# mult_share_arbiter_flat

Figure 1. Clock wires, drivers and flops (mult_share_arbiter_flat).
Scale bar: 100 um.
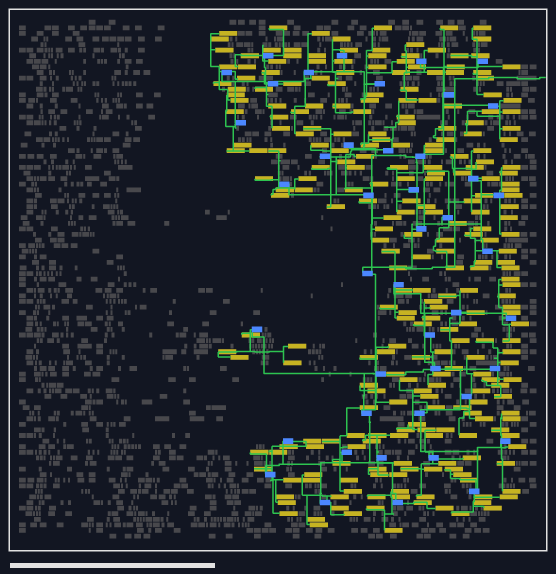

**config.mk**
```make
export PLATFORM = sky130hd
export DESIGN_NAME = mult_share_arbiter_flat
export DESIGN_NICKNAME = d
export VERILOG_FILES = /design/src/rtl/mult_arb_pkg.sv /design/src/rtl/mult_share_arbiter_if.sv /design/src/rtl/mult_share_arbiter_rr_picker.sv /design/src/rtl/mult_share_arbiter.sv /design/src/flat_wrapper.sv
export SDC_FILE = /design/constraint.sdc
export NUM_CORES = 1
export LEC_CHECK = 0
export ABC_AREA = 1
export CAP_MARGIN = 20
export CORE_AREA = 4 4 257 259
export CTS_BUF_LIST = sky130_fd_sc_hd__clkbuf_2 sky130_fd_sc_hd__clkbuf_4 sky130_fd_sc_hd__clkbuf_8
export CTS_CLUSTER_DIAMETER = 50
export DETAILED_ROUTE_END_ITERATION = 7
export DIE_AREA = 0 0 261 263
export GPL_TIMING_DRIVEN = 0
export PLACE_DENSITY = 0.47
export SYNTH_ARGS = -nofsm -noshare
export SYNTH_HDL_FRONTEND = slang
export SYNTH_SLANG_ARGS = --single-unit
```
**constraint.sdc**
```tcl
create_clock -name clk -period 5.05 [get_ports clk]
set_clock_uncertainty 0.15 [all_clocks]
set_input_delay 0.7575 -clock clk [delete_from_list [all_inputs] [get_ports clk]]
set_output_delay 0.7575 -clock clk [all_outputs]
set_load 0.005 [all_outputs]
```
**src/rtl/mult_arb_pkg.sv**
```systemverilog
// Shared widths, tag type and pointer helper for the multiplier-sharing arbiter.
// Tag indices are sized for the largest supported requester count.
package mult_arb_pkg;

  localparam int OP_W     = 32;
  localparam int PROD_W   = 64;
  localparam int MAX_NREQ = 8;
  localparam int IDX_W    = $clog2(MAX_NREQ);

  typedef struct packed {
    logic             valid;
    logic [IDX_W-1:0] idx;
  } tag_t;

  // Round-robin successor of idx, wrapping at nreq-1.
  function automatic logic [IDX_W-1:0] rr_next(input logic [IDX_W-1:0] idx,
                                               input int               nreq);
    logic [IDX_W-1:0] nxt;
    nxt = (int'(idx) == (nreq - 1)) ? '0 : idx + IDX_W'(1);
    return nxt;
  endfunction

endpackage

```
**src/rtl/mult_share_arbiter_if.sv**
```systemverilog
// Requester handshakes, result return and the shared multiplier operand/product bus.
// The arbiter is the slave; requesters plus the multiplier sit on the master side.
interface mult_share_arbiter_if
  import mult_arb_pkg::*;
#(
  parameter int NREQ = 4
);

  logic [NREQ-1:0]        req_valid;
  logic [NREQ-1:0]        req_ready;
  logic [NREQ*OP_W-1:0]   req_a;
  logic [NREQ*OP_W-1:0]   req_b;
  logic [OP_W-1:0]        mul_a;
  logic [OP_W-1:0]        mul_b;
  logic [PROD_W-1:0]      mul_p;
  logic [NREQ-1:0]        rsp_valid;
  logic [NREQ-1:0]        rsp_ready;
  logic [NREQ*PROD_W-1:0] rsp_p;

  modport slave (
    input  req_valid, req_a, req_b, mul_p, rsp_ready,
    output req_ready, mul_a, mul_b, rsp_valid, rsp_p
  );

  modport master (
    output req_valid, req_a, req_b, mul_p, rsp_ready,
    input  req_ready, mul_a, mul_b, rsp_valid, rsp_p
  );

endinterface

```
**src/rtl/mult_share_arbiter_rr_picker.sv**
```systemverilog
// Combinational round-robin picker: first eligible requester at or after ptr,
// wrapping to the lowest eligible index when nothing at or above ptr is eligible.
module rr_picker
  import mult_arb_pkg::*;
#(
  parameter int NREQ = 4
) (
  input  logic [NREQ-1:0]  elig_i,
  input  logic [IDX_W-1:0] ptr_i,
  output logic [NREQ-1:0]  grant_o,
  output logic [IDX_W-1:0] idx_o,
  output logic             any_o
);

  logic             hi_sel_s;
  logic             hi_any_s;
  logic [IDX_W-1:0] hi_idx_s;
  logic [IDX_W-1:0] lo_idx_s;

  // Descending scan so the lowest qualifying index wins in each half.
  always_comb begin
    hi_sel_s = 1'b0;
    hi_any_s = 1'b0;
    hi_idx_s = '0;
    lo_idx_s = '0;
    for (int i = NREQ - 1; i >= 0; i--) begin
      hi_sel_s = elig_i[i] && (IDX_W'(i) >= ptr_i);
      hi_idx_s = hi_sel_s ? IDX_W'(i) : hi_idx_s;
      hi_any_s = hi_any_s | hi_sel_s;
      lo_idx_s = elig_i[i] ? IDX_W'(i) : lo_idx_s;
    end
  end

  // Encoded winner and its one-hot grant.
  always_comb begin
    any_o   = |elig_i;
    idx_o   = hi_any_s ? hi_idx_s : lo_idx_s;
    grant_o = '0;
    for (int i = 0; i < NREQ; i++) begin
      grant_o[i] = any_o && (idx_o == IDX_W'(i));
    end
  end

endmodule

```
**src/rtl/mult_share_arbiter.sv**
```systemverilog
// Shares one pipelined signed 32x32 multiplier among NREQ requesters: round-robin
// issue, a tag pipeline matched to the multiplier latency, per-requester result registers.
module mult_share_arbiter
  import mult_arb_pkg::*;
#(
  parameter int NREQ        = 4,
  parameter int MUL_LATENCY = 1
) (
  input  logic                 clk,
  input  logic                 reset,
  mult_share_arbiter_if.slave  bus
);

  logic [NREQ-1:0]        busy_q;
  logic [NREQ-1:0]        busy_d;
  logic [IDX_W-1:0]       ptr_q;
  logic [IDX_W-1:0]       ptr_d;
  logic [NREQ-1:0]        rsp_valid_q;
  logic [NREQ-1:0]        rsp_valid_d;
  logic [NREQ*PROD_W-1:0] rsp_p_q;
  logic [NREQ*PROD_W-1:0] rsp_p_d;
  tag_t                   tag_q [MUL_LATENCY];
  tag_t                   tag_d [MUL_LATENCY];

  logic [NREQ-1:0]        elig_s;
  logic [NREQ-1:0]        grant_s;
  logic [IDX_W-1:0]       grant_idx_s;
  logic                   grant_any_s;
  logic [OP_W-1:0]        mul_a_s;
  logic [OP_W-1:0]        mul_b_s;
  tag_t                   last_s;
  logic                   wr_s;

  // Gating with reset keeps req_ready and the operand bus at zero while reset is held.
  assign elig_s = bus.req_valid & ~busy_q & {NREQ{reset}};

  rr_picker #(
    .NREQ (NREQ)
  ) u_picker (
    .elig_i  (elig_s),
    .ptr_i   (ptr_q),
    .grant_o (grant_s),
    .idx_o   (grant_idx_s),
    .any_o   (grant_any_s)
  );

  // One-hot AND-OR operand mux; the bus reads zero when nothing is granted.
  always_comb begin
    mul_a_s = '0;
    mul_b_s = '0;
    for (int i = 0; i < NREQ; i++) begin
      mul_a_s = mul_a_s | ({OP_W{grant_s[i]}} & bus.req_a[i*OP_W +: OP_W]);
      mul_b_s = mul_b_s | ({OP_W{grant_s[i]}} & bus.req_b[i*OP_W +: OP_W]);
    end
  end

  // Pointer, busy and tag pipeline next state.
  always_comb begin
    ptr_d  = grant_any_s ? rr_next(grant_idx_s, NREQ) : ptr_q;
    busy_d = (busy_q | grant_s) & ~(rsp_valid_q & bus.rsp_ready);
    tag_d[0].valid = grant_any_s;
    tag_d[0].idx   = grant_idx_s;
    for (int s = 1; s < MUL_LATENCY; s++) begin
      tag_d[s] = tag_q[s-1];
    end
  end

  // A valid last-stage tag captures mul_p into its owner's slice; setting wins over consuming.
  always_comb begin
    last_s      = tag_q[MUL_LATENCY-1];
    wr_s        = 1'b0;
    rsp_valid_d = rsp_valid_q & ~bus.rsp_ready;
    rsp_p_d     = rsp_p_q;
    for (int i = 0; i < NREQ; i++) begin
      wr_s           = last_s.valid && (last_s.idx == IDX_W'(i));
      rsp_valid_d[i] = rsp_valid_d[i] | wr_s;
      rsp_p_d[i*PROD_W +: PROD_W] = wr_s ? bus.mul_p : rsp_p_q[i*PROD_W +: PROD_W];
    end
  end

  // State registers; reset discards in-flight tags and pending results.
  always_ff @(posedge clk or negedge reset) begin
    if (!reset) begin
      busy_q      <= '0;
      ptr_q       <= '0;
      rsp_valid_q <= '0;
      rsp_p_q     <= '0;
      for (int s = 0; s < MUL_LATENCY; s++) begin
        tag_q[s] <= '0;
      end
    end else begin
      busy_q      <= busy_d;
      ptr_q       <= ptr_d;
      rsp_valid_q <= rsp_valid_d;
      rsp_p_q     <= rsp_p_d;
      for (int s = 0; s < MUL_LATENCY; s++) begin
        tag_q[s] <= tag_d[s];
      end
    end
  end

  assign bus.req_ready = grant_s;
  assign bus.mul_a     = mul_a_s;
  assign bus.mul_b     = mul_b_s;
  assign bus.rsp_valid = rsp_valid_q;
  assign bus.rsp_p     = rsp_p_q;

endmodule
```
**src/flat_wrapper.sv**
```systemverilog
// flat-port wrapper written by rule: the top's interface ports become plain ports
module mult_share_arbiter_flat import mult_arb_pkg::*;
#(
  parameter int NREQ        = 4,
  parameter int MUL_LATENCY = 1
)
  (clk, reset, bus_req_valid, bus_req_a, bus_req_b, bus_mul_p, bus_rsp_ready, bus_req_ready, bus_mul_a, bus_mul_b, bus_rsp_valid, bus_rsp_p);
  mult_share_arbiter_if #(.NREQ(NREQ)) bus_i ();
  input  logic clk;
  input  logic reset;
  input wire logic [$bits(bus_i.req_valid)-1:0] bus_req_valid;
  input wire logic [$bits(bus_i.req_a)-1:0] bus_req_a;
  input wire logic [$bits(bus_i.req_b)-1:0] bus_req_b;
  input wire logic [$bits(bus_i.mul_p)-1:0] bus_mul_p;
  input wire logic [$bits(bus_i.rsp_ready)-1:0] bus_rsp_ready;
  output wire logic [$bits(bus_i.req_ready)-1:0] bus_req_ready;
  output wire logic [$bits(bus_i.mul_a)-1:0] bus_mul_a;
  output wire logic [$bits(bus_i.mul_b)-1:0] bus_mul_b;
  output wire logic [$bits(bus_i.rsp_valid)-1:0] bus_rsp_valid;
  output wire logic [$bits(bus_i.rsp_p)-1:0] bus_rsp_p;
  assign bus_i.req_valid = bus_req_valid;
  assign bus_i.req_a = bus_req_a;
  assign bus_i.req_b = bus_req_b;
  assign bus_i.mul_p = bus_mul_p;
  assign bus_i.rsp_ready = bus_rsp_ready;
  assign bus_req_ready = bus_i.req_ready;
  assign bus_mul_a = bus_i.mul_a;
  assign bus_mul_b = bus_i.mul_b;
  assign bus_rsp_valid = bus_i.rsp_valid;
  assign bus_rsp_p = bus_i.rsp_p;
  mult_share_arbiter #(.NREQ(NREQ), .MUL_LATENCY(MUL_LATENCY)) u_core (.clk(clk), .reset(reset), .bus(bus_i));
endmodule
```
# image_stream_reader

**config.mk**
```make
export PLATFORM = sky130hd
export DESIGN_NAME = image_stream_reader
export DESIGN_NICKNAME = d
export VERILOG_FILES = /design/src/rtl/image_stream_reader.sv
export SDC_FILE = /design/constraint.sdc
export NUM_CORES = 1
export LEC_CHECK = 0
export CORE_ASPECT_RATIO = 1.1
export CORE_MARGIN = 4
export CORE_UTILIZATION = 49
export DETAILED_ROUTE_END_ITERATION = 7
export GPL_TIMING_DRIVEN = 0
export HOLD_SLACK_MARGIN = 0.1
export PLACE_DENSITY = 0.82
export SKIP_CTS_REPAIR_TIMING = 1
export SLEW_MARGIN = 10
export SYNTH_ARGS = -nofsm -noshare
export SYNTH_HDL_FRONTEND = slang
export SYNTH_SLANG_ARGS = --single-unit
export TNS_END_PERCENT = 1
```
**constraint.sdc**
```tcl
create_clock -name clk -period 1.8 [get_ports clk]
set_input_delay 0.36 -clock clk [delete_from_list [all_inputs] [get_ports clk]]
set_output_delay 0.36 -clock clk [all_outputs]
set_load 0.01 [all_outputs]
```
**src/rtl/image_stream_reader.sv**
```systemverilog
// Sequential frame reader: 2-cycle memory reads into a 2-entry pixel FIFO.
// Streams pixels with eol/last markers over a valid/ready interface.
module image_stream_reader #(
  parameter int ADDR_W   = 18,
  parameter int DATA_W   = 8,
  parameter int IMG_SIZE = 160000,
  parameter int IMG_W    = 400
) (
  input  logic              clk,
  input  logic              rst_n,
  input  logic              start,
  output logic              busy,
  output logic              done,
  output logic [ADDR_W-1:0] mem_a,
  output logic              mem_we,
  input  logic [DATA_W-1:0] mem_rd,
  output logic [DATA_W-1:0] px_data,
  output logic              px_valid,
  input  logic              px_ready,
  output logic              px_eol,
  output logic              px_last
);

  localparam int CW = (IMG_W > 1) ? $clog2(IMG_W) : 1;
  localparam logic [ADDR_W-1:0] LAST_A = ADDR_W'(IMG_SIZE - 1);
  localparam logic [CW-1:0]     LAST_C = CW'(IMG_W - 1);

  typedef enum logic [2:0] {
    IDLE, ISSUE, CAPTURE, WAIT, DRAIN
  } state_t;

  state_t state, state_nx;

  logic [ADDR_W-1:0] addr, addr_nx;
  logic [CW-1:0]     col, col_nx;
  logic [DATA_W+1:0] fifo [2];
  logic              wr_ptr, rd_ptr;
  logic [1:0]        count, cnt_pop;
  logic              push, pop;
  logic [DATA_W+1:0] head;

  assign px_valid = (count != 2'd0);
  assign pop      = px_valid & px_ready;
  assign cnt_pop  = count - {1'b0, pop};
  assign head     = fifo[rd_ptr];

  assign px_data = px_valid ? head[DATA_W+1:2] : '0;
  assign px_eol  = px_valid & head[1];
  assign px_last = px_valid & head[0];

  assign busy   = (state != IDLE);
  assign mem_we = 1'b0;
  assign mem_a  = (state == IDLE) ? '0 : addr;

  // Room is judged after this cycle's pop; CAPTURE also counts its own push.
  always_comb begin
    state_nx = state;
    addr_nx  = addr;
    col_nx   = col;
    push     = 1'b0;
    done     = 1'b0;
    unique case (state)
      IDLE: begin
        if (start) begin
          state_nx = ISSUE;
          addr_nx  = '0;
          col_nx   = '0;
        end
      end
      ISSUE: state_nx = CAPTURE;
      CAPTURE: begin
        push = 1'b1;
        if (addr == LAST_A) begin
          state_nx = DRAIN;
        end else begin
          addr_nx  = addr + ADDR_W'(1);
          col_nx   = (col == LAST_C) ? '0 : col + CW'(1);
          state_nx = (cnt_pop == 2'd0) ? ISSUE : WAIT;
        end
      end
      WAIT: begin
        if (cnt_pop <= 2'd1) state_nx = ISSUE;
      end
      DRAIN: begin
        if (count == 2'd0) begin
          done     = 1'b1;
          state_nx = IDLE;
        end
      end
      default: state_nx = IDLE;
    endcase
  end

  always_ff @(posedge clk or negedge rst_n) begin
    if (!rst_n) begin
      state <= IDLE;
      addr  <= '0;
      col   <= '0;
    end else begin
      state <= state_nx;
      addr  <= addr_nx;
      col   <= col_nx;
    end
  end

  always_ff @(posedge clk or negedge rst_n) begin
    if (!rst_n) begin
      fifo[0] <= '0;
      fifo[1] <= '0;
      wr_ptr  <= 1'b0;
      rd_ptr  <= 1'b0;
      count   <= 2'd0;
    end else begin
      if (push) begin
        fifo[wr_ptr] <= {mem_rd, col == LAST_C, addr == LAST_A};
        wr_ptr       <= ~wr_ptr;
      end
      if (pop) rd_ptr <= ~rd_ptr;
      count <= count + {1'b0, push} - {1'b0, pop};
    end
  end

endmodule

```

==> notes/layouts.md <==
Pictures saved along the way, in no particular order.

Signal wires by layer.
shot_01.png
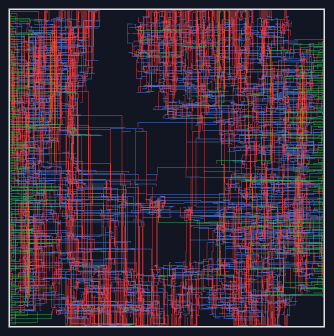
shot_02.png
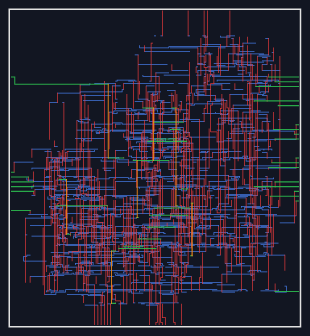
| from | picture |
|---|---|
| mult_share_arbiter_flat | shot_01.png |
| image_stream_reader | shot_02.png |
- most wire: shot_01.png

Key to shot_01.png:
colour	layer	wire length
orange	met4	1510 um
blue	met1	27.4 mm
green	met3	5510 um
purple	met5	13.8 um
red	met2	38.6 mm

Figure 2. Clock nets (mult_share_arbiter_flat).
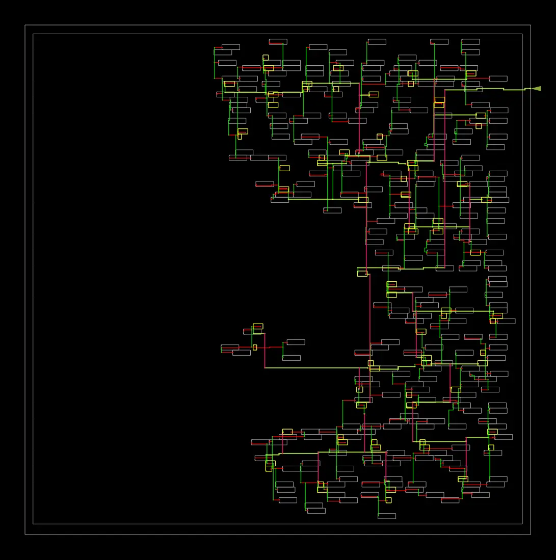
clock latency on the worst-skew pair: 0.56 ns
Inserted Clock Buffers: 44

About Figure 1:
[green] clock wires | length: 3920 um
[blue] cells driving clock nets | count: 44
[yellow] flip-flops | count: 269
routed clock nets	45

==> writeup.txt, mult_share_arbiter_flat <==
The flow ran to the end, and the final reports show no timing, DRC or antenna violations. The run gives 0 for the count of buffers added by post-CTS timing repair for setup. The run gives 0.63 ns for the stage delay of the slowest cell on the critical path. Per the detailed placement report, the placed cell area equals 20900 um^2. In the final layout, multi-input gates take up 22.4% of the cell area.

The cell resize tally after clock tree synthesis was 18. In the layout the commonest cells are sky130_fd_sc_hd__clkdlybuf4s50_1 (656), sky130_fd_sc_hd__nand2_1 (465), sky130_fd_sc_hd__dfrtp_1 (269). The post-detailed-route via-to-cell ratio is 4.35, and the total core area is 63900 um^2.

Slew at the pin with the worst max-slew slack: 0.875 ns. TritonCTS built the clock tree. The horizontal die dimension was 261 um. The combinational cell area excluding buffers and inverters was 4910 um^2; the wire length of the first global-routing pass was 105000 um. The worst hold margin is 0.0642 ns. Per the STA report, the cell with the highest stage delay on the worst path is sky130_fd_sc_hd__clkdlybuf4s50_1.

Row generation in the floorplan step produced 93 rows. Of all flip-flops after synthesis, the portion carrying an async set or reset was 100%. With the worst-case clock buffer depth at 3, the post-synthesis instance area is 13200 um^2. The tools report the well tap count as 855. Leaving out fill and tap cells, the most frequent cell in the layout is sky130_fd_sc_hd__clkdlybuf4s50_1.

The maximum vdd ir drop is 208 uV. Overall routing resource usage recorded by global route was 20.5%. The flow reports that combinational logic draws 56.4% of the design power. The run gives 4.14 ns for the critical path data required time.

In this run the register-to-register setup slack is 2.42 ns. The power of the clock network is 0.00193 W. The tools report the Yosys chip area as 13200 um^2. Number of antenna violations at the first check in global routing: 9.

The remaining max-slew budget at the tightest pin is 41.7%, and the overall power consumption is 0.0133 W. Routed wirelength normalized by instance count: 22.8 um. The type of the worst setup path was input pin to output pin. The run gives 6640 for the number of inserted filler cells in the final layout.
## mult_share_arbiter_flat: kinds of logic after synthesis
logic type,after synthesis
and+or+nand+nor,738
buffers and inverters,326
AOI/OAI and AO/OA,269
DFF,269
adders and majority gates,4
## mult_share_arbiter_flat: routing by layer
layer,share of wire (%),vias up,GRT usage (%)
met4,2.1,2,4.29
met1,38,6713,23.1
met3,7.5,93,5.19
met2,53,599,38.9
li1,-,6518,-
met5,0.018,-,0
## mult_share_arbiter_flat: how the worst max path moves through the flow
stage | startpoint | end
after detailed placement | reset | bus_mul_b[4]
after global placement | reset | bus_mul_b[4]
after CTS | bus_req_valid[1] | bus_req_ready[3]
final | bus_req_valid[1] | bus_mul_b[9]
after global routing | bus_req_valid[1] | bus_mul_b[9]
after floorplan | bus_req_valid[1] | bus_mul_a[10]
## mult_share_arbiter_flat: per-stage QoR
stage	cells	util, %
global placement	3118	32.6
global route	3200	34.4
CTS	3199	34.4
floorplan	1606	-
finish	3202	34.4
detailed placement	3120	32.7
## mult_share_arbiter_flat: sequential cells by signal, indices dropped and copies added, names as in the netlist
register and cells:
u_core.bus.rsp_valid 4, u_core.last_s 3, u_core.busy_q 4, u_core.bus.rsp_p 256, u_core.ptr_q 2
Figure 3. Nets reached from selected ports (image_stream_reader).
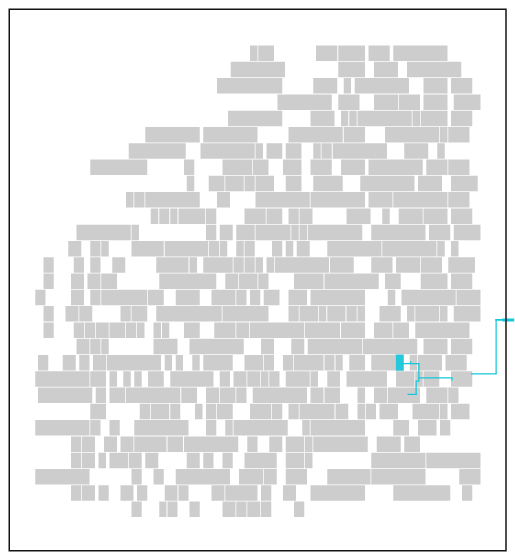
colour	port	direction	end cells	buffers	wire
cyan	px_valid	output	1	1	30.7 um

==> writeup.txt, image_stream_reader <==
The run gives 301 for the post-synthesis cell count from yosys. The cell area after layout was 3770 um^2. The total wire length came out at 6930 um.

Reg-to-reg startpoint: addr[8]. The run reported a max-capacitance violation count of 0. The final reports fail on negative setup slack. After synthesis, the most frequently instantiated cells are sky130_fd_sc_hd__dfrtp_1 (54), sky130_fd_sc_hd__nand2_1 (30), sky130_fd_sc_hd__nor2_1 (23), sky130_fd_sc_hd__nor2b_1 (20), sky130_fd_sc_hd__o21ai_0 (19). The logs give 59.3% for the remaining max-slew budget at the tightest pin and 54 for the CTS sink count. The synthesized instance count is 301. The category of the worst setup path capture point is a register. The placed instance area was 3550 um^2. Setup repair after global routing could not meet its margin everywhere.

Total core area: 5880 um^2. The capture point of the worst register-to-register path is recorded as addr[0]. The last timing report of the flow puts the setup violation total at 48. The biggest area contributor in the post-synthesis netlist is sky130_fd_sc_hd__dfrtp_1. Entering global routing, the biggest net connects 31 pins. Of the cells placed in the final design, the portion with a size suffix greater than 1 is 27.1%. The run finished, with violations left. The utilization after layout was 64.1%; the number of nets in the synthesized netlist was 316. The detailed-placement wirelength estimate came out at 4870 um.

The worst setup margin came out at -0.266 ns. Launch point of the critical path: addr[8]. For this configuration, the core starts out at a cell density of 51.2%. The final weighted congestion recorded by global placement is 0.859. The routed design shows a via density per instance of 5.68.
==> image_stream_reader: kinds of logic (layout without fill, tap and decap cells) <==
group | after synthesis | in the layout
flip-flops | 54 | 54
AND/OR/NAND/NOR | 132 | 132
other | 1 | 1
AND-OR/OR-AND | 54 | 54
adder cells (fa/ha/maj) | 3 | 3
multiplexers | 29 | 29
XOR/XNOR | 7 | 7
buffers and inverters | 21 | 78
==> image_stream_reader: cell type report <==
class	instances	area [um^2]
inverter	6	22.5
fill	497	2110
clock buffer	6	82.6
sequential	54	1360
timing repair buffer	49	409
multi-input combinational	226	1580
clock inverter	2	60.1
tap	77	96.3
buffer	15	163
==> image_stream_reader: power breakdown <==
| group | internal, W | switching, W |
|---|---|---|
| logic | 0.00125 | 0.00122 |
| registers | 0.00154 | 0.000255 |
| clock network | 0.000593 | 0.000393 |
==> image_stream_reader: metal layers <==
metal / track usage [%] / wire length (um) / vias to the layer above
li1: - / - / 1186
met1: 26.4 / 3020 / 1210
met2: 32.4 / 3490 / 60
met3: 2.50 / 294 / 16
met4: 5.18 / 125 / 0
met5: 0 / 0 / -


## Gallery

Gate families picked out.
panel A
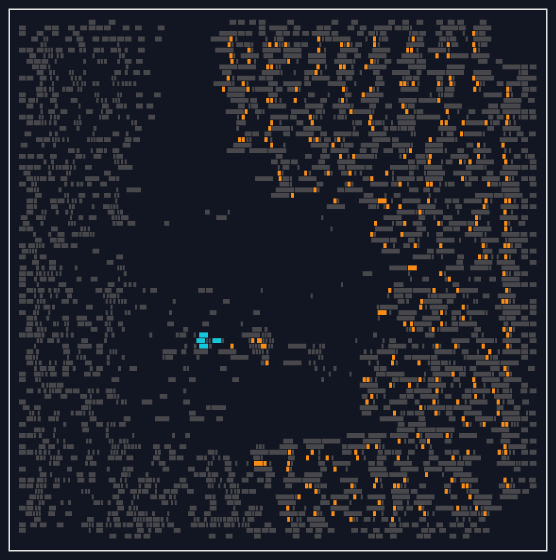
panel B
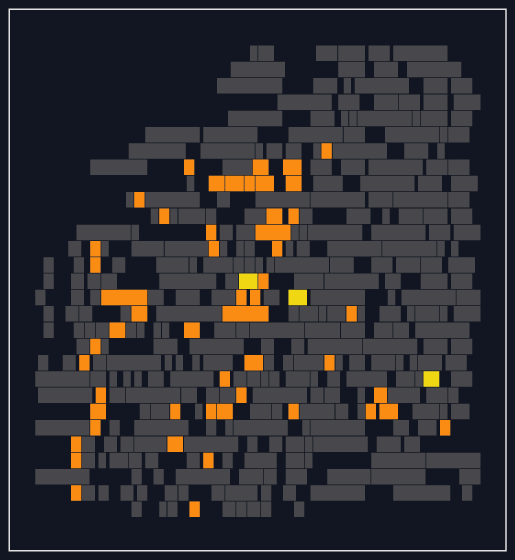
mult_share_arbiter_flat: panel A
image_stream_reader: panel B
- most cells: panel A

Key to panel A:
colour	family	cells
cyan	adder and majority cells	4
orange	inverting AOI/OAI gates	269

Power is estimated from default activity; no workload was simulated.
